# ---- led_phase_scheduler ----
$ cat config.mk
export PLATFORM = sky130hd
export DESIGN_NAME = led_phase_scheduler
export DESIGN_NICKNAME = d
export VERILOG_FILES = /design/src/rtl/led_seq_pkg.sv /design/src/rtl/led_bar_shifter.sv /design/src/rtl/led_phase_scheduler.sv
export SDC_FILE = /design/constraint.sdc
export NUM_CORES = 1
export LEC_CHECK = 0
export CORE_ASPECT_RATIO = 0.6
export CORE_UTILIZATION = 60
export DETAILED_ROUTE_END_ITERATION = 12
export PLACE_DENSITY_LB_ADDON = 0.25
export SYNTH_ARGS = -nofsm -noshare
export SYNTH_HDL_FRONTEND = slang
export SYNTH_SLANG_ARGS = --single-unit
$ cat constraint.sdc
create_clock -name clk -period 4.2 [get_ports clk]
set_input_delay 0.84 -clock clk [delete_from_list [all_inputs] [get_ports clk]]
set_output_delay 0.84 -clock clk [all_outputs]
set_load 0.03 [all_outputs]
$ cat src/rtl/led_seq_pkg.sv
// led_seq_pkg: shared types and constants for the LED bar light show.
// Provides the phase and command encodings, the kickback/full bar values
// and per-phase lookups (command, target value, successor phase).
package led_seq_pkg;

    localparam int unsigned BAR_W   = 16;
    localparam int unsigned PHASE_W = 4;

    typedef enum logic [PHASE_W-1:0] {
        PH_IDLE = 4'd0,
        PH_UP1  = 4'd1,
        PH_DN1  = 4'd2,
        PH_UP2  = 4'd3,
        PH_DN2  = 4'd4,
        PH_UP3  = 4'd5,
        PH_DN3  = 4'd6,
        PH_KB2  = 4'd7,
        PH_KB3  = 4'd8
    } phase_e;

    typedef enum logic [1:0] {
        CMD_HOLD   = 2'd0,
        CMD_GROW   = 2'd1,
        CMD_SHRINK = 2'd2,
        CMD_CLEAR  = 2'd3
    } cmd_e;

    localparam logic [BAR_W-1:0] KB5  = 16'h001F;
    localparam logic [BAR_W-1:0] KB10 = 16'h03FF;
    localparam logic [BAR_W-1:0] FULL = 16'hFFFF;

    // Bar command issued while a phase has not yet reached its target.
    function automatic cmd_e phase_cmd(input logic [PHASE_W-1:0] p);
        case (p)
            PH_UP1, PH_UP2, PH_UP3:                 return CMD_GROW;
            PH_DN1, PH_DN2, PH_DN3, PH_KB2, PH_KB3: return CMD_SHRINK;
            default:                                return CMD_HOLD;
        endcase
    endfunction

    // Bar value at which a phase hands over to its successor.
    function automatic logic [BAR_W-1:0] phase_target(input logic [PHASE_W-1:0] p);
        case (p)
            PH_UP1, PH_DN2, PH_KB3: return KB5;
            PH_UP2:                 return KB10;
            PH_UP3:                 return FULL;
            default:                return '0;
        endcase
    endfunction

    // Successor phase once the target is reached.
    function automatic logic [PHASE_W-1:0] phase_next(input logic [PHASE_W-1:0] p);
        case (p)
            PH_UP1:  return PH_DN1;
            PH_DN1:  return PH_UP2;
            PH_UP2:  return PH_DN2;
            PH_DN2:  return PH_UP3;
            PH_UP3:  return PH_DN3;
            PH_KB2:  return PH_UP2;
            PH_KB3:  return PH_UP3;
            default: return PH_IDLE;
        endcase
    endfunction

endpackage

$ cat src/rtl/led_bar_shifter.sv
// led_bar_shifter: thermometer-coded LED bar register.
// Ports: clk, reset (sync, active-low), en (apply cmd this cycle),
//        cmd (HOLD/GROW/SHRINK/CLEAR), out (16-bit bar, filled from bit 0).
module led_bar_shifter
    import led_seq_pkg::*;
(
    input  logic             clk,
    input  logic             reset,
    input  logic             en,
    input  cmd_e             cmd,
    output logic [BAR_W-1:0] out
);

    // Apply the bar command on enabled cycles only.
    always_ff @(posedge clk) begin
        if (!reset) begin
            out <= '0;
        end else if (en) begin
            case (cmd)
                CMD_GROW:   out <= {out[BAR_W-2:0], 1'b1};
                CMD_SHRINK: out <= {1'b0, out[BAR_W-1:1]};
                CMD_CLEAR:  out <= '0;
                default:    out <= out;
            endcase
        end
    end

endmodule

$ cat src/rtl/led_phase_scheduler.sv
// led_phase_scheduler: drives the LED bar through its fixed light show.
// Ports: clk, reset (sync, active-low), flick (raw async button),
//        out (16-bit LED bar), phase (current phase code),
//        busy (phase != IDLE), done (one-cycle pulse at end of show).
// DIV sets clock cycles per show step.
module led_phase_scheduler
    import led_seq_pkg::*;
#(
    parameter int unsigned DIV = 25_000_000
) (
    input  logic               clk,
    input  logic               reset,
    input  logic               flick,
    output logic [BAR_W-1:0]   out,
    output logic [PHASE_W-1:0] phase,
    output logic               busy,
    output logic               done
);

    localparam int unsigned    CNT_W   = (DIV > 1) ? $clog2(DIV) : 1;
    localparam logic [CNT_W-1:0] CNT_MAX = CNT_W'(DIV - 1);

    logic [CNT_W-1:0]   cnt_q;
    logic               step_c;
    logic               sync1, sync2, sync3, rise_q, pend;
    logic [PHASE_W-1:0] phase_d;
    cmd_e               cmd_c;
    logic               done_d;
    logic               kb_point_c;

    // Step prescaler: one step per DIV cycles.
    assign step_c = (cnt_q == CNT_MAX);

    always_ff @(posedge clk) begin
        if (!reset)      cnt_q <= '0;
        else if (step_c) cnt_q <= '0;
        else             cnt_q <= cnt_q + CNT_W'(1);
    end

    // Button synchronizer, registered rising-edge detect and pending latch.
    // A fresh edge beats the per-step clear so a coincident press is kept.
    always_ff @(posedge clk) begin
        if (!reset) begin
            sync1  <= 1'b0;
            sync2  <= 1'b0;
            sync3  <= 1'b0;
            rise_q <= 1'b0;
            pend   <= 1'b0;
        end else begin
            sync1  <= flick;
            sync2  <= sync1;
            sync3  <= sync2;
            rise_q <= sync2 & ~sync3;
            if (rise_q)      pend <= 1'b1;
            else if (step_c) pend <= 1'b0;
        end
    end

    // Phase state register: advances on step cycles only.
    always_ff @(posedge clk) begin
        if (!reset) begin
            phase <= PH_IDLE;
            done  <= 1'b0;
        end else begin
            if (step_c) phase <= phase_d;
            done <= step_c & done_d;
        end
    end

    assign kb_point_c = (out == KB5) || (out == KB10);

    // Next phase and bar command; kickback is checked before target match.
    always_comb begin
        phase_d = phase;
        cmd_c   = CMD_HOLD;
        done_d  = 1'b0;
        case (phase)
            PH_IDLE: begin
                if (pend) begin
                    phase_d = PH_UP1;
                    cmd_c   = CMD_CLEAR;
                end
            end
            PH_UP1, PH_DN1, PH_UP2, PH_DN2, PH_UP3, PH_DN3, PH_KB2, PH_KB3: begin
                if ((phase == PH_UP2 || phase == PH_UP3) && kb_point_c && pend) begin
                    phase_d = (phase == PH_UP2) ? PH_KB2 : PH_KB3;
                end else if (out == phase_target(phase)) begin
                    phase_d = phase_next(phase);
                    done_d  = (phase == PH_DN3);
                end else begin
                    cmd_c = phase_cmd(phase);
                end
            end
            default: begin
                phase_d = PH_IDLE;
                cmd_c   = CMD_CLEAR;
            end
        endcase
    end

    assign busy = (phase != PH_IDLE);

    led_bar_shifter u_bar (
        .clk   (clk),
        .reset (reset),
        .en    (step_c),
        .cmd   (cmd_c),
        .out   (out)
    );

endmodule

==> results_slide.txt <==
Synthesis and Place & Route Summary

Finish
  – Nets: between 300 and 400
  – Logic cell area: 1560 um2
  – Most frequent cells in the layout: nand2_1 (53), dfxtp_1 (53), nor2_1 (44)
  – Combinational share of cell area: 51.0%
  – Max reg flops: 25
  – Final std cells w/o fill: between 400 and 500

Route
  – Final ANT Viol Nets: 0
  – Vias: between 2000 and 3000

Clocking
  – Postcts setup bufs: 0
  – CTS max path bufs: 2
  – CTS buffer count: 5
  – CTS tree: built
  – Clock insertion delay at the later pin of the skew report: 320 ps

Place
  – Input/output buffers: 24

Yosys
  – Prevailing post-synth register cell: dfxtp_1
  – Synth Area in XOR/XNOR: 7.40%
  – Synth Area in Compound Gates: between 10% and 20%
  – Yosys warns: 0

Critical path
  – Critical path destination: busy
  – Buf/Inv on CP: 2
  – CP startpoint: phase[0]$_SDFFE_PN0N_
  – Critical Path AT: 2120 ps

Timing
  – Max_slew headroom: 44.3%
  – Worst hold slack: 386 ps

Outcome
  – Status: finished clean

Pwr
  – Clock-net power: 0.000287 W

GRT
  – Number of global-route vias before repair: 2153
  – Met2 usage: between 40% and 50%
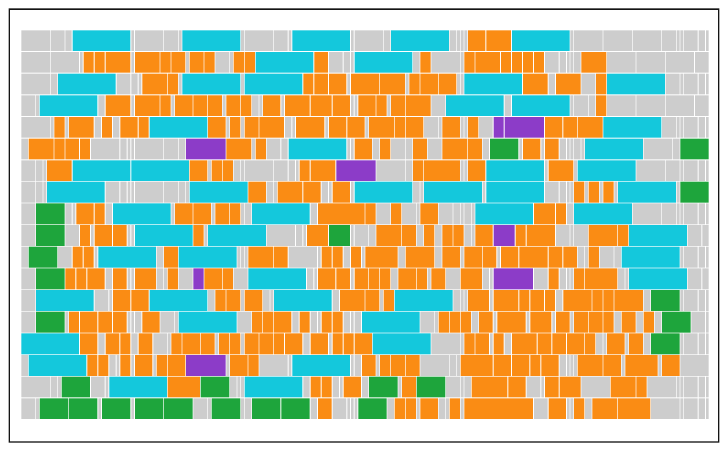
(led_phase_scheduler/cell_classes.png)
Fill, decap, tap and diode cells in gray.
Key: cyan = flip-flops [cells 53, share of their area 36%]; orange = all other logic [cells 275, share of their area 53%]; green = other buffers and delay cells [cells 25, share of their area 8.3%]; purple = clock drivers and dummy loads [cells 8, share of their area 2.8%]
Seq area share: 34.7%
Final Util: 72.2%
core area: 4230 um2
# rows: 18

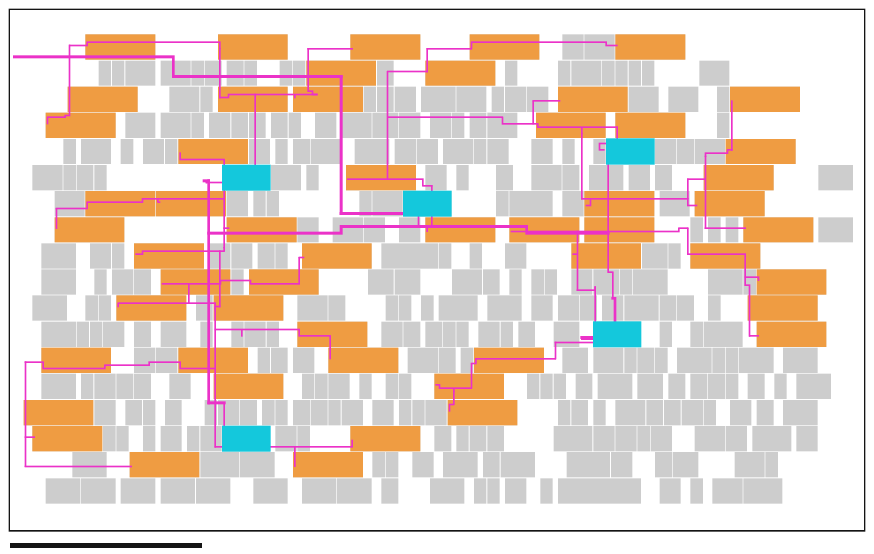
(led_phase_scheduler/clock_map.png)
Scale bar: 20 um.
Key: cyan = cells driving clock nets [count 5]; magenta = clock wires [length 622 um]; orange = flip-flops [count 53]
Position of the flops: spread over the die.


# ---- i2c_target_as5600 ----
==> i2c_target_as5600/cell_classes.png <==
Fill, decap, tap and diode cells in gray.
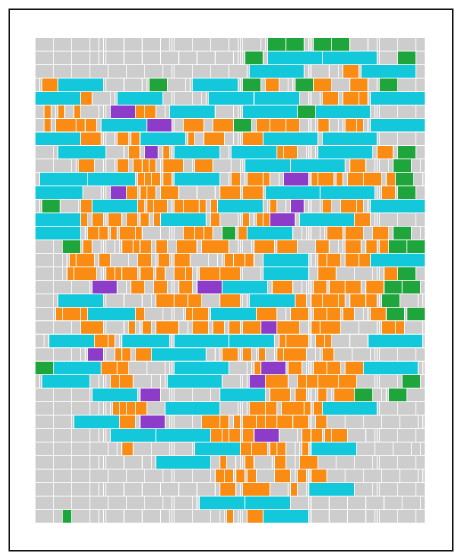
==> i2c_target_as5600/final_placement.png <==
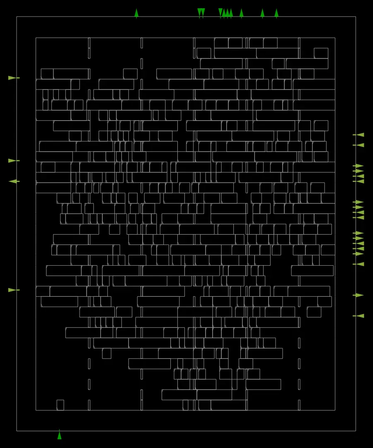
==> i2c_target_as5600/clock_map.png <==
Scale bar: 20 um.
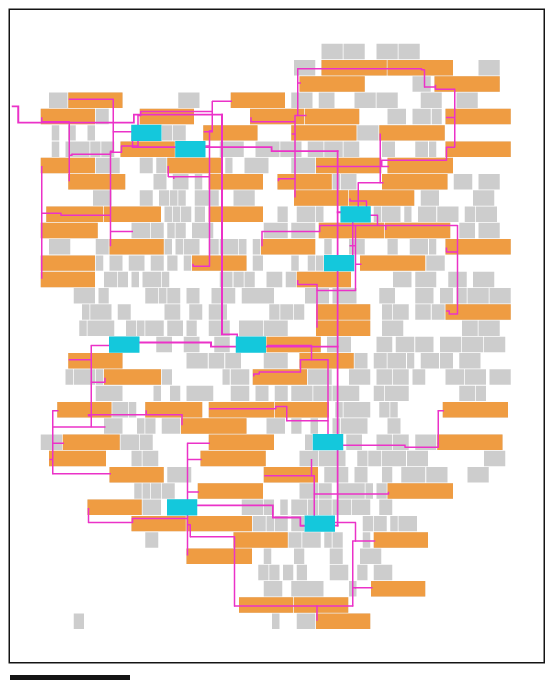
File: config.mk
export PLATFORM = sky130hd
export DESIGN_NAME = i2c_target_as5600
export DESIGN_NICKNAME = d
export VERILOG_FILES = /design/src/rtl/i2c_target_as5600_pkg.sv /design/src/rtl/i2c_target_as5600_in_filter.sv /design/src/rtl/i2c_target_as5600.sv
export SDC_FILE = /design/constraint.sdc
export NUM_CORES = 1
export LEC_CHECK = 0
export CORE_ASPECT_RATIO = 1.25
export CORE_MARGIN = 5
export CORE_UTILIZATION = 50
export CTS_CLUSTER_SIZE = 24
export DETAILED_ROUTE_END_ITERATION = 12
export PLACE_DENSITY = 0.76
export SYNTH_ARGS = -nofsm -noshare
export SYNTH_HDL_FRONTEND = slang
export SYNTH_SLANG_ARGS = --single-unit
File: constraint.sdc
create_clock -name clock -period 3.42 [get_ports clock]
set_input_delay 0.684 -clock clock [delete_from_list [all_inputs] [get_ports clock]]
set_output_delay 0.684 -clock clock [all_outputs]
set_load 0.03 [all_outputs]
File: src/rtl/i2c_target_as5600_pkg.sv
// Shared definitions for the AS5600-compatible I2C target: FSM states,
// register addresses and the read-side register mux.
package i2c_target_as5600_pkg;

  typedef enum logic [3:0] {
    ST_IDLE,
    ST_ADDR,
    ST_ADDR_ACK,
    ST_REG_PTR,
    ST_PTR_ACK,
    ST_WR_DATA,
    ST_WR_ACK,
    ST_RD_DATA,
    ST_RD_ACK
  } i2c_state_t;

  localparam logic [6:0] DEV_ADDR_DEFAULT = 7'h36;

  localparam logic [7:0] REG_CONF_H = 8'h07;
  localparam logic [7:0] REG_CONF_L = 8'h08;
  localparam logic [7:0] REG_STATUS = 8'h0B;
  localparam logic [7:0] REG_RAW_H  = 8'h0C;
  localparam logic [7:0] REG_RAW_L  = 8'h0D;
  localparam logic [7:0] REG_ANG_H  = 8'h0E;
  localparam logic [7:0] REG_ANG_L  = 8'h0F;

  localparam int MD_BIT = 5;

  // Read mux: the angle argument is the coherent shadow copy, not the live input.
  function automatic logic [7:0] rd_reg(input logic [7:0]  addr,
                                        input logic [13:0] conf,
                                        input logic [11:0] angle,
                                        input logic        md);
    logic [7:0] r;
    r = 8'h00;
    case (addr)
      REG_CONF_H:           r = {2'b00, conf[13:8]};
      REG_CONF_L:           r = conf[7:0];
      REG_STATUS:           r[MD_BIT] = md;
      REG_RAW_H, REG_ANG_H: r = {4'h0, angle[11:8]};
      REG_RAW_L, REG_ANG_L: r = angle[7:0];
      default:              r = 8'h00;
    endcase
    return r;
  endfunction

endpackage

File: src/rtl/i2c_target_as5600_in_filter.sv
// Pad-line conditioner: 2-flop synchronizer, FILT_LEN-sample glitch filter
// and one-cycle edge strobes derived from the filtered level.
module i2c_in_filter #(
  parameter int FILT_LEN = 3
) (
  input  logic clock,
  input  logic reset_n,
  input  logic line_in,
  output logic line_filt,
  output logic rise,
  output logic fall
);

  logic       sync_p0;
  logic       sync_p1;
  logic [2:0] cnt;
  logic       filt_d;

  // Two-flop synchronizer; idles high like an undriven I2C line.
  always_ff @(posedge clock or negedge reset_n) begin
    if (!reset_n) begin
      sync_p0 <= 1'b1;
      sync_p1 <= 1'b1;
    end else begin
      sync_p0 <= line_in;
      sync_p1 <= sync_p0;
    end
  end

  // Filtered level flips only after FILT_LEN consecutive differing samples.
  always_ff @(posedge clock or negedge reset_n) begin
    if (!reset_n) begin
      line_filt <= 1'b1;
      cnt       <= 3'd0;
    end else if (sync_p1 != line_filt) begin
      if (cnt == 3'(FILT_LEN - 1)) begin
        line_filt <= sync_p1;
        cnt       <= 3'd0;
      end else begin
        cnt <= cnt + 3'd1;
      end
    end else begin
      cnt <= 3'd0;
    end
  end

  // Delayed copy of the filtered level for edge detection.
  always_ff @(posedge clock or negedge reset_n) begin
    if (!reset_n) filt_d <= 1'b1;
    else          filt_d <= line_filt;
  end

  assign rise = line_filt & ~filt_d;
  assign fall = ~line_filt & filt_d;

endmodule

File: src/rtl/i2c_target_as5600.sv
// AS5600 register-interface emulation as an I2C target: serves a coherent
// 12-bit angle snapshot, STATUS.MD, and a writable 14-bit CONF register.
module i2c_target_as5600
  import i2c_target_as5600_pkg::*;
#(
  parameter logic [6:0] DEV_ADDR = DEV_ADDR_DEFAULT,
  parameter int         FILT_LEN = 3
) (
  input  logic        clock,
  input  logic        reset_n,
  input  logic        scl_in,
  input  logic        sda_in,
  output logic        sda_oe,
  input  logic [11:0] raw_angle,
  input  logic        magnet_ok,
  output logic [13:0] conf,
  output logic        busy
);

  logic scl_filt, scl_rise, scl_fall;
  logic sda_filt, sda_rise, sda_fall;

  i2c_in_filter #(.FILT_LEN(FILT_LEN)) u_scl_filter (
    .clock(clock), .reset_n(reset_n), .line_in(scl_in),
    .line_filt(scl_filt), .rise(scl_rise), .fall(scl_fall)
  );

  i2c_in_filter #(.FILT_LEN(FILT_LEN)) u_sda_filter (
    .clock(clock), .reset_n(reset_n), .line_in(sda_in),
    .line_filt(sda_filt), .rise(sda_rise), .fall(sda_fall)
  );

  i2c_state_t  state, state_nxt;
  logic [2:0]  bit_cnt, bit_cnt_nxt;
  logic [7:0]  ptr, ptr_nxt;
  logic [13:0] conf_nxt;
  logic        oe_nxt, busy_nxt;
  logic        fall_d;
  logic [7:0]  shift, shift_nxt;
  logic [7:0]  tx, tx_nxt;
  logic [11:0] shadow, shadow_nxt;
  logic [7:0]  byte_in;

  // Control state: FSM, counters, pointer, CONF and the SDA driver.
  always_ff @(posedge clock or negedge reset_n) begin
    if (!reset_n) begin
      state   <= ST_IDLE;
      bit_cnt <= 3'd0;
      ptr     <= 8'h00;
      conf    <= 14'h0000;
      sda_oe  <= 1'b0;
      busy    <= 1'b0;
      fall_d  <= 1'b0;
    end else begin
      state   <= state_nxt;
      bit_cnt <= bit_cnt_nxt;
      ptr     <= ptr_nxt;
      conf    <= conf_nxt;
      sda_oe  <= oe_nxt;
      busy    <= busy_nxt;
      fall_d  <= scl_fall;
    end
  end

  // Data registers: shift-in byte, transmit byte, angle snapshot.
  always_ff @(posedge clock) begin
    shift  <= shift_nxt;
    tx     <= tx_nxt;
    shadow <= shadow_nxt;
  end

  // Next-state logic: STOP/START first, then bit handling on SCL rise,
  // then SDA drive update on the cycle after SCL fall.
  always_comb begin
    state_nxt   = state;
    bit_cnt_nxt = bit_cnt;
    ptr_nxt     = ptr;
    conf_nxt    = conf;
    oe_nxt      = sda_oe;
    busy_nxt    = busy;
    shift_nxt   = shift;
    tx_nxt      = tx;
    shadow_nxt  = shadow;
    byte_in     = {shift[6:0], sda_filt};

    if (sda_rise && scl_filt) begin
      state_nxt = ST_IDLE;
      oe_nxt    = 1'b0;
      busy_nxt  = 1'b0;
    end else if (sda_fall && scl_filt) begin
      state_nxt   = ST_ADDR;
      bit_cnt_nxt = 3'd0;
      oe_nxt      = 1'b0;
      busy_nxt    = 1'b1;
    end else begin
      if (scl_rise) begin
        case (state)
          ST_ADDR: begin
            shift_nxt   = byte_in;
            bit_cnt_nxt = bit_cnt + 3'd1;
            if (bit_cnt == 3'd7)
              state_nxt = (byte_in[7:1] == DEV_ADDR) ? ST_ADDR_ACK : ST_IDLE;
          end
          ST_ADDR_ACK: begin
            bit_cnt_nxt = 3'd0;
            if (shift[0]) begin
              shadow_nxt = raw_angle;
              tx_nxt     = rd_reg(ptr, conf, raw_angle, magnet_ok);
              state_nxt  = ST_RD_DATA;
            end else begin
              state_nxt = ST_REG_PTR;
            end
          end
          ST_REG_PTR: begin
            shift_nxt   = byte_in;
            bit_cnt_nxt = bit_cnt + 3'd1;
            if (bit_cnt == 3'd7) begin
              ptr_nxt   = byte_in;
              state_nxt = ST_PTR_ACK;
            end
          end
          ST_PTR_ACK, ST_WR_ACK: begin
            bit_cnt_nxt = 3'd0;
            state_nxt   = ST_WR_DATA;
          end
          ST_WR_DATA: begin
            shift_nxt   = byte_in;
            bit_cnt_nxt = bit_cnt + 3'd1;
            if (bit_cnt == 3'd7) begin
              if (ptr == REG_CONF_H) conf_nxt[13:8] = byte_in[5:0];
              if (ptr == REG_CONF_L) conf_nxt[7:0]  = byte_in;
              ptr_nxt   = ptr + 8'd1;
              state_nxt = ST_WR_ACK;
            end
          end
          ST_RD_DATA: begin
            tx_nxt      = {tx[6:0], 1'b0};
            bit_cnt_nxt = bit_cnt + 3'd1;
            if (bit_cnt == 3'd7) state_nxt = ST_RD_ACK;
          end
          ST_RD_ACK: begin
            if (!sda_filt) begin
              ptr_nxt     = ptr + 8'd1;
              tx_nxt      = rd_reg(ptr + 8'd1, conf, shadow, magnet_ok);
              bit_cnt_nxt = 3'd0;
              state_nxt   = ST_RD_DATA;
            end else begin
              state_nxt = ST_IDLE;
            end
          end
          default: ;
        endcase
      end
      if (fall_d) begin
        case (state)
          ST_ADDR_ACK, ST_PTR_ACK, ST_WR_ACK: oe_nxt = 1'b1;
          ST_RD_DATA:                         oe_nxt = ~tx[7];
          default:                            oe_nxt = 1'b0;
        endcase
      end
    end
  end

endmodule
==> results_slide.txt <==
Synthesis and Place & Route Summary

Pwr
  – Flop pwr share: 54.5%

Clocking
  – PostCTS Resize Cnt: 0
  – Clock Tree Root: clkbuf_8
  – Hold_buf cts: 0

Timing
  – Worst Skew: 17.7 ps
  – Post-route minimum period: 2440 ps
  – Max Slew Vio Count: 0

Route
  – Drt pass-1 iters: 5

Outcome
  – Status: finished clean

Finish
  – Largest registers: conf (14), shadow (12)

GRT
  – Met2 usage: between 30 and 40%
  – Met3 Usage GRT: 4.99%

Place
  – Global placement routability congestion: 0.896

Yosys
  – Syn Std Cell Area: around 4000 um2
  – Most frequent cells after synthesis: dfrtp_1 (38), nand2_1 (29), edfxtp_1 (27)

Worst hold path
  – HP Start: u_sda_filter.sync_p0$_DFF_PN1_
Notes on i2c_target_as5600/cell_classes.png above:
Key: orange = all other logic [cells 264, share of their area 42%]; purple = clock drivers and dummy loads [cells 16, share of their area 4.3%]; cyan = flip-flops [cells 73, share of their area 46%]; green = other buffers and delay cells [cells 33, share of their area 7.5%]

Notes on i2c_target_as5600/final_placement.png above:
flip-flops: 73
final std cells w/o fill: 481

Notes on i2c_target_as5600/clock_map.png above:
Key: orange = flip-flops [count 73]; cyan = cells driving clock nets [count 9]; magenta = clock wires [length 969 um]
Position of the flops: spread over the die.


# ---- pipe_hazard_ctrl ----
--- src/rtl/pipe_hazard_ctrl.sv ---
// Hazard/sequencing controller for the 5-stage MIPS pipeline registers plus the mult/div busy FSM.
// Optional macro HAZARD_STATS_EN adds a saturating stall-cycle counter on stall_cnt.
module pipe_hazard_ctrl #(
  parameter int RA_W    = 5,
  parameter int MUL_CYC = 5,
  parameter int DIV_CYC = 10,
  parameter int CNT_W   = 4
) (
  input  logic            clk,
  input  logic            reset,
  input  logic [RA_W-1:0] id_rs,
  input  logic [RA_W-1:0] id_rt,
  input  logic            id_use_rs,
  input  logic            id_use_rt,
  input  logic            id_branch,
  input  logic            id_md_use,
  input  logic            ex_memread,
  input  logic            ex_regwrite,
  input  logic [RA_W-1:0] ex_wa,
  input  logic            mem_memread,
  input  logic [RA_W-1:0] mem_wa,
  input  logic            md_start,
  input  logic            md_is_div,
  input  logic            exc_flush,
  output logic            pc_en,
  output logic            ifid_en,
  output logic            ifid_clr,
  output logic            idex_clr,
  output logic            exmem_clr,
  output logic            md_busy,
  output logic [31:0]     stall_cnt
);

  typedef enum logic {IDLE, BUSY} md_state_t;

  md_state_t        md_state;
  logic [CNT_W-1:0] md_cnt;
  logic             ex_match, mem_match;
  logic             lu_haz, br_haz, md_haz, stall;

  // Register 0 is hardwired, so a write to it never creates a dependency.
  assign ex_match  = (ex_wa != '0) &&
                     ((id_use_rs && (id_rs == ex_wa)) || (id_use_rt && (id_rt == ex_wa)));
  assign mem_match = (mem_wa != '0) &&
                     ((id_use_rs && (id_rs == mem_wa)) || (id_use_rt && (id_rt == mem_wa)));

  assign lu_haz = ex_memread && ex_match;
  assign br_haz = id_branch && ((ex_regwrite && ex_match) || (mem_memread && mem_match));
  assign md_haz = id_md_use && md_busy;
  assign stall  = lu_haz || br_haz || md_haz;

  always_comb begin
    pc_en     = 1'b1;
    ifid_en   = 1'b1;
    ifid_clr  = 1'b0;
    idex_clr  = 1'b0;
    exmem_clr = 1'b0;
    if (reset) begin
      pc_en     = 1'b0;
      ifid_en   = 1'b0;
      ifid_clr  = 1'b1;
      idex_clr  = 1'b1;
      exmem_clr = 1'b1;
    end else if (exc_flush) begin
      ifid_clr  = 1'b1;
      idex_clr  = 1'b1;
      exmem_clr = 1'b1;
    end else if (stall) begin
      pc_en    = 1'b0;
      ifid_en  = 1'b0;
      idex_clr = 1'b1;
    end
  end

  // Flush does not abort an in-flight op: HI/LO must still be written.
  always_ff @(posedge clk) begin
    if (reset) begin
      md_state <= IDLE;
      md_cnt   <= '0;
      md_busy  <= 1'b0;
    end else if (md_state == IDLE) begin
      if (md_start && !stall) begin
        md_state <= BUSY;
        md_busy  <= 1'b1;
        md_cnt   <= md_is_div ? CNT_W'(DIV_CYC) : CNT_W'(MUL_CYC);
      end
    end else begin
      if (md_cnt == CNT_W'(1)) begin
        md_state <= IDLE;
        md_busy  <= 1'b0;
        md_cnt   <= '0;
      end else begin
        md_cnt <= md_cnt - CNT_W'(1);
      end
    end
  end

`ifdef HAZARD_STATS_EN
  always_ff @(posedge clk) begin
    if (reset)
      stall_cnt <= '0;
    else if (stall && !exc_flush && (stall_cnt != 32'hFFFF_FFFF))
      stall_cnt <= stall_cnt + 32'd1;
  end
`else
  assign stall_cnt = 32'd0;
`endif

endmodule
--- config.mk ---
export PLATFORM = sky130hd
export DESIGN_NAME = pipe_hazard_ctrl
export DESIGN_NICKNAME = d
export VERILOG_FILES = /design/src/rtl/pipe_hazard_ctrl.sv
export SDC_FILE = /design/constraint.sdc
export NUM_CORES = 1
export LEC_CHECK = 0
export CAP_MARGIN = 20
export CELL_PAD_IN_SITES_DETAIL_PLACEMENT = 0
export CELL_PAD_IN_SITES_GLOBAL_PLACEMENT = 1
export CORE_MARGIN = 10
export CORE_UTILIZATION = 24
export CTS_CLUSTER_DIAMETER = 150
export CTS_CLUSTER_SIZE = 16
export DETAILED_ROUTE_END_ITERATION = 12
export PLACE_DENSITY = 0.84
export SYNTH_ARGS = -nofsm -noshare
export SYNTH_HDL_FRONTEND = slang
export SYNTH_SLANG_ARGS = --single-unit
--- constraint.sdc ---
create_clock -name clk -period 4.8 [get_ports clk]
set_clock_uncertainty 0.2 [all_clocks]
set_input_delay 0.48 -clock clk [delete_from_list [all_inputs] [get_ports clk]]
set_output_delay 0.48 -clock clk [all_outputs]
set_load 0.02 [all_outputs]
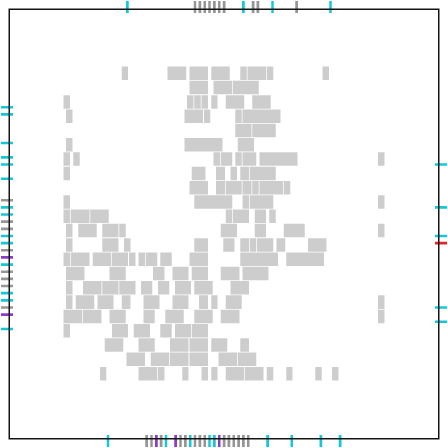
(pipe_hazard_ctrl/pins.png)
Pins as bars across the die edge, other pins in gray.
Key: cyan = `stall_cnt` [pins 32, direction output, edge 14 left, 9 bottom, 5 right, 4 top]; red = `md_busy` [pins 1, direction output, edge right]; purple = `ex_wa` [pins 5, direction input, edge 3 bottom, 2 left]

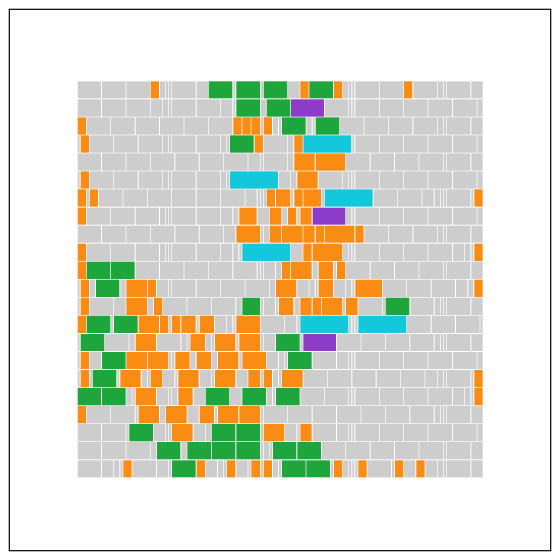
(pipe_hazard_ctrl/cell_classes.png)
Fill, decap, tap and diode cells in gray.
Key: orange = all other logic [cells 107, share of their area 54%]; purple = cells driving clock nets [cells 3, share of their area 3.5%]; cyan = flip-flops [cells 6, share of their area 10%]; green = other buffers and delay cells [cells 38, share of their area 32%]

==> results_slide.txt <==
Synthesis and Place & Route Summary

Die
  – # rows: 22
  – Chip Area: 6630 um2
  – Initial core utilization: 24.7%

Place
  – Placed cell count: 199

Clocking
  – Clk slew on worst S/H paths: 40 ps
  – Clock Tree Root: clkbuf_8

Pwr
  – Net Sw Frac: between 30% and 40%
  – IR drop worst, VDD: 0.0000664 V

Route
  – Drt pass-1 iters: 4

Critical path
  – Reg-to-reg slack, setup: 3140 ps

GRT
  – Met3 Usage GRT: 1.77%

Finish
  – Area grow syn2layout: 36.0%

Yosys
  – Cells in synth_stat.txt: around 120
  – Syn Std Cell Area: ~900 um2

Outcome
  – Status: finished clean

Run
  – Tool warnings: 27

# ---- polar_psum_unit ----
==> polar_psum_unit/metal_stack.png <==
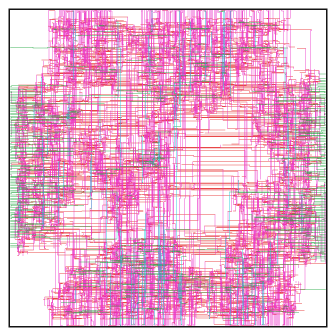
==> polar_psum_unit/cell_classes.png <==
Fill, decap, tap and diode cells in gray.
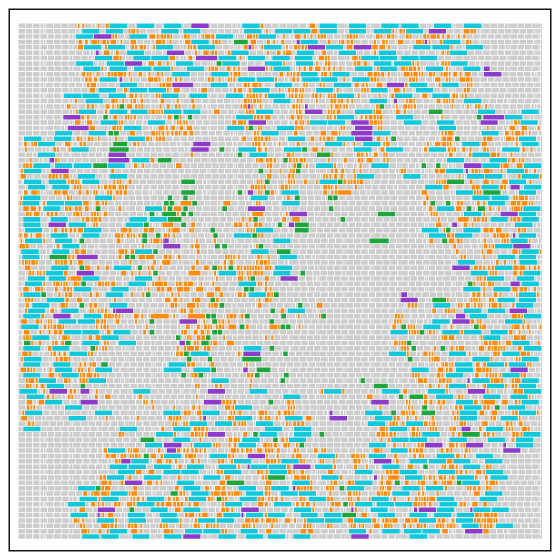
**src/rtl/polar_psum_unit.sv**
```systemverilog
// rtl/polar_psum_unit.sv - SC polar decoder partial-sum unit with codeword re-encode
// Ports:
//   clk, rst_n              clock (rising edge), asynchronous active-low reset
//   start, n_cfg            begin a frame of length 2^n_cfg (0 or >LOG_N means LOG_N)
//   u_valid, u_in, u_ready  decided-bit input handshake, one bit per cycle
//   bit_idx_o               index of the next bit to be accepted
//   psum_o                  packed level registers, P_k at [2^(k+1)-2 : 2^k-1]
//   psum_upd_o              bit k set when P_k was rewritten by the last accepted bit
//   cw_valid, cw_ack, cw_o  re-encoded codeword handshake (low 2^n bits meaningful)
module polar_psum_unit #(
  parameter int LOG_N = 8
) (
  input  logic                         clk,
  input  logic                         rst_n,
  input  logic                         start,
  input  logic [$clog2(LOG_N+1)-1:0]   n_cfg,
  input  logic                         u_valid,
  input  logic                         u_in,
  output logic                         u_ready,
  output logic [LOG_N-1:0]             bit_idx_o,
  output logic [(1<<LOG_N)-2:0]        psum_o,
  output logic [LOG_N-1:0]             psum_upd_o,
  output logic                         cw_valid,
  input  logic                         cw_ack,
  output logic [(1<<LOG_N)-1:0]        cw_o
);

  localparam int NMAX = 1 << LOG_N;
  localparam int PW   = NMAX - 1;
  localparam int NCW  = $clog2(LOG_N + 1);

  typedef enum logic [1:0] {S_IDLE, S_RUN, S_DONE} state_t;

  state_t            state_q, state_d;
  logic [NCW-1:0]    n_q;
  logic [LOG_N-1:0]  i_q;
  logic [PW-1:0]     psum_q;
  logic [LOG_N-1:0]  upd_q;
  logic [NMAX-1:0]   cw_q;

  logic [NCW-1:0]    n_eff;
  logic              accept;
  logic              last;
  logic [NMAX-1:0]   e;
  logic [NMAX-1:0]   pk;
  logic [NMAX-1:0]   wmask;
  logic [NMAX-1:0]   cw_d;
  logic [PW-1:0]     lvl_mask;
  logic [PW-1:0]     psum_d;
  logic [LOG_N-1:0]  upd_d;
  logic [LOG_N-1:0]  lowm;

  assign n_eff  = (n_cfg == '0 || int'(n_cfg) > LOG_N) ? NCW'(LOG_N) : n_cfg;
  assign accept = (state_q == S_RUN) && u_valid;
  assign last   = (int'(i_q) == (1 << int'(n_q)) - 1);

  // Encoding chain. e holds E_k in its low 2^k bits at the top of iteration k.
  // E_k is always computed; whether it is stored depends on the trailing ones
  // of i, so the chain itself needs no early exit.
  always_comb begin
    e        = NMAX'(u_in);
    psum_d   = psum_q;
    upd_d    = '0;
    cw_d     = '0;
    pk       = '0;
    wmask    = '0;
    lvl_mask = '0;
    lowm     = '0;
    for (int k = 0; k < LOG_N; k++) begin
      if (k == int'(n_q)) cw_d = e;
      wmask    = {NMAX{1'b1}} >> (NMAX - (1 << k));
      lvl_mask = PW'(wmask << ((1 << k) - 1));
      lowm     = LOG_N'((1 << k) - 1);
      if (k < int'(n_q) && (i_q & lowm) == lowm) begin
        psum_d   = (psum_d & ~lvl_mask) | (PW'(e << ((1 << k) - 1)) & lvl_mask);
        upd_d[k] = 1'b1;
      end
      // Old P_k feeds the next level; the update above only affects psum_d.
      pk = (NMAX'(psum_q) >> ((1 << k) - 1)) & wmask;
      e  = (e << (1 << k)) | (pk ^ e);
    end
    if (int'(n_q) == LOG_N) cw_d = e;
  end

  always_ff @(posedge clk or negedge rst_n) begin
    if (!rst_n) begin
      state_q <= S_IDLE;
    end else begin
      state_q <= state_d;
    end
  end

  always_comb begin
    state_d = state_q;
    if (start) begin
      state_d = S_RUN;
    end else begin
      case (state_q)
        S_IDLE: state_d = S_IDLE;
        S_RUN:  if (accept && last) state_d = S_DONE;
        S_DONE: if (cw_ack) state_d = S_IDLE;
        default: state_d = S_IDLE;
      endcase
    end
  end

  always_comb begin
    u_ready  = 1'b0;
    cw_valid = 1'b0;
    case (state_q)
      S_RUN:  u_ready  = 1'b1;
      S_DONE: cw_valid = 1'b1;
      default: ;
    endcase
  end

  // start wins over a same-cycle bit, which is dropped.
  always_ff @(posedge clk or negedge rst_n) begin
    if (!rst_n) begin
      n_q    <= '0;
      i_q    <= '0;
      psum_q <= '0;
      upd_q  <= '0;
      cw_q   <= '0;
    end else if (start) begin
      n_q    <= n_eff;
      i_q    <= '0;
      psum_q <= '0;
      upd_q  <= '0;
      cw_q   <= '0;
    end else if (accept) begin
      psum_q <= psum_d;
      upd_q  <= upd_d;
      if (last) begin
        i_q  <= '0;
        cw_q <= cw_d;
      end else begin
        i_q  <= i_q + 1'b1;
      end
    end else begin
      upd_q  <= '0;
    end
  end

  assign bit_idx_o  = i_q;
  assign psum_o     = psum_q;
  assign psum_upd_o = upd_q;
  assign cw_o       = cw_q;

endmodule

```
**config.mk**
```make
export PLATFORM = sky130hd
export DESIGN_NAME = polar_psum_unit
export DESIGN_NICKNAME = d
export VERILOG_FILES = /design/src/rtl/polar_psum_unit.sv
export SDC_FILE = /design/constraint.sdc
export NUM_CORES = 1
export LEC_CHECK = 0
export ABC_AREA = 1
export CORE_MARGIN = 4
export CORE_UTILIZATION = 35
export CTS_CLUSTER_SIZE = 28
export DETAILED_ROUTE_END_ITERATION = 6
export DONT_BUFFER_PORTS = 1
export MAX_ROUTING_LAYER = met4
export PLACE_DENSITY = 0.57
export REMOVE_ABC_BUFFERS = 1
export SLEW_MARGIN = 10
export SYNTH_ARGS = -nofsm -noshare
export SYNTH_HDL_FRONTEND = slang
export SYNTH_SLANG_ARGS = --single-unit
```
**constraint.sdc**
```tcl
create_clock -name clk -period 3.2 [get_ports clk]
set_clock_uncertainty 0.1 [all_clocks]
set_input_delay 0.64 -clock clk [delete_from_list [all_inputs] [get_ports clk]]
set_output_delay 0.64 -clock clk [all_outputs]
set_load 0.05 [all_outputs]
```
==> results_slide.txt <==
Synthesis and Place & Route Summary

Timing
  – Max Freq: 316 MHz
  – Worst hold slack: -381 ps
  – Max Slew Vio Count: 123
  – Final WS setup: 31.4 ps
  – Hold violation count in the final report: ~530

Outcome
  – Violated checks: hold timing, slew limit
  – Status: finished, violations left

Clocking
  – Postcts setup bufs: 0
  – Clock insertion delay at the later pin of the skew report: 630 ps

Critical path
  – Max incr delay on CP: roughly 420 ps

Yosys
  – Yosys adder share: 0.254%
  – Syn Area/Cell: 8.69 um2

Finish
  – Max reg flops: 256
  – Combinational share of cell area: 33.4%

Pwr
  – Logic gate share of total power: a little under 10%
About polar_psum_unit/metal_stack.png:
Key: red = met1 [wire length 42.2 mm]; green = met3 [wire length 9100 um]; magenta = met2 [wire length 51.6 mm]; cyan = met4 [wire length 3700 um]
vias: 21800
global-route usage over all layers: 27.6%
WL final: 107 mm
post-detailed-route wirelength per cell: 27.4 um

About polar_psum_unit/cell_classes.png:
Key: orange = all other logic [cells 2143, share of their area 39%]; green = other buffers and delay cells [cells 175, share of their area 6.3%]; cyan = flip-flops [cells 533, share of their area 48%]; purple = clock drivers and dummy loads [cells 107, share of their area 7.2%]



==> screenshots <==
Wiring by layer.
panel A
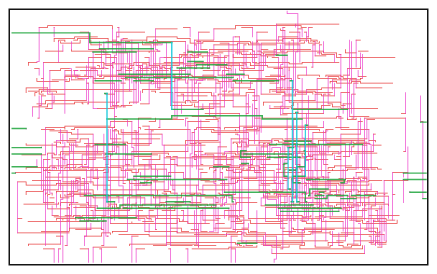
panel B
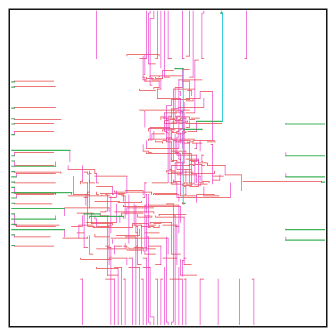
panel C
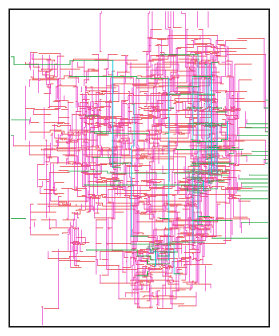
Of these, most wire: panel C
For led_phase_scheduler, see panel A.
For pipe_hazard_ctrl, see panel B.
For i2c_target_as5600, see panel C.


## Gallery

Placed standard cells.
image #1
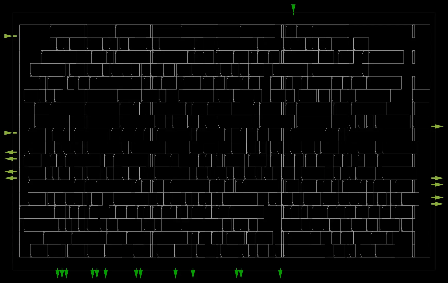
image #2
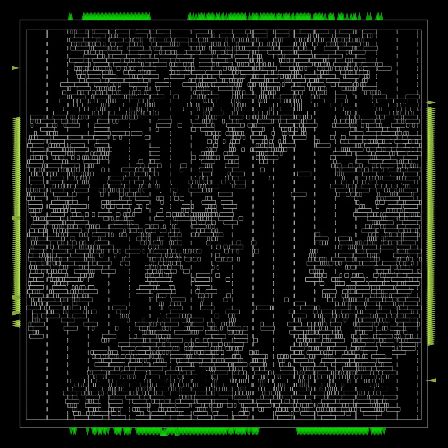
image #3
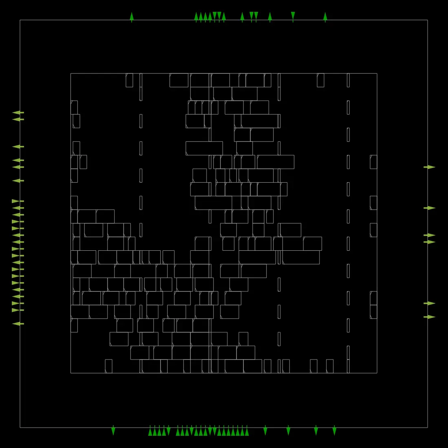
Image #1 is led_phase_scheduler.
Image #3 is pipe_hazard_ctrl.
Image #2 is polar_psum_unit.
- most cells: image #2

Power and IR drop assume default switching activity.
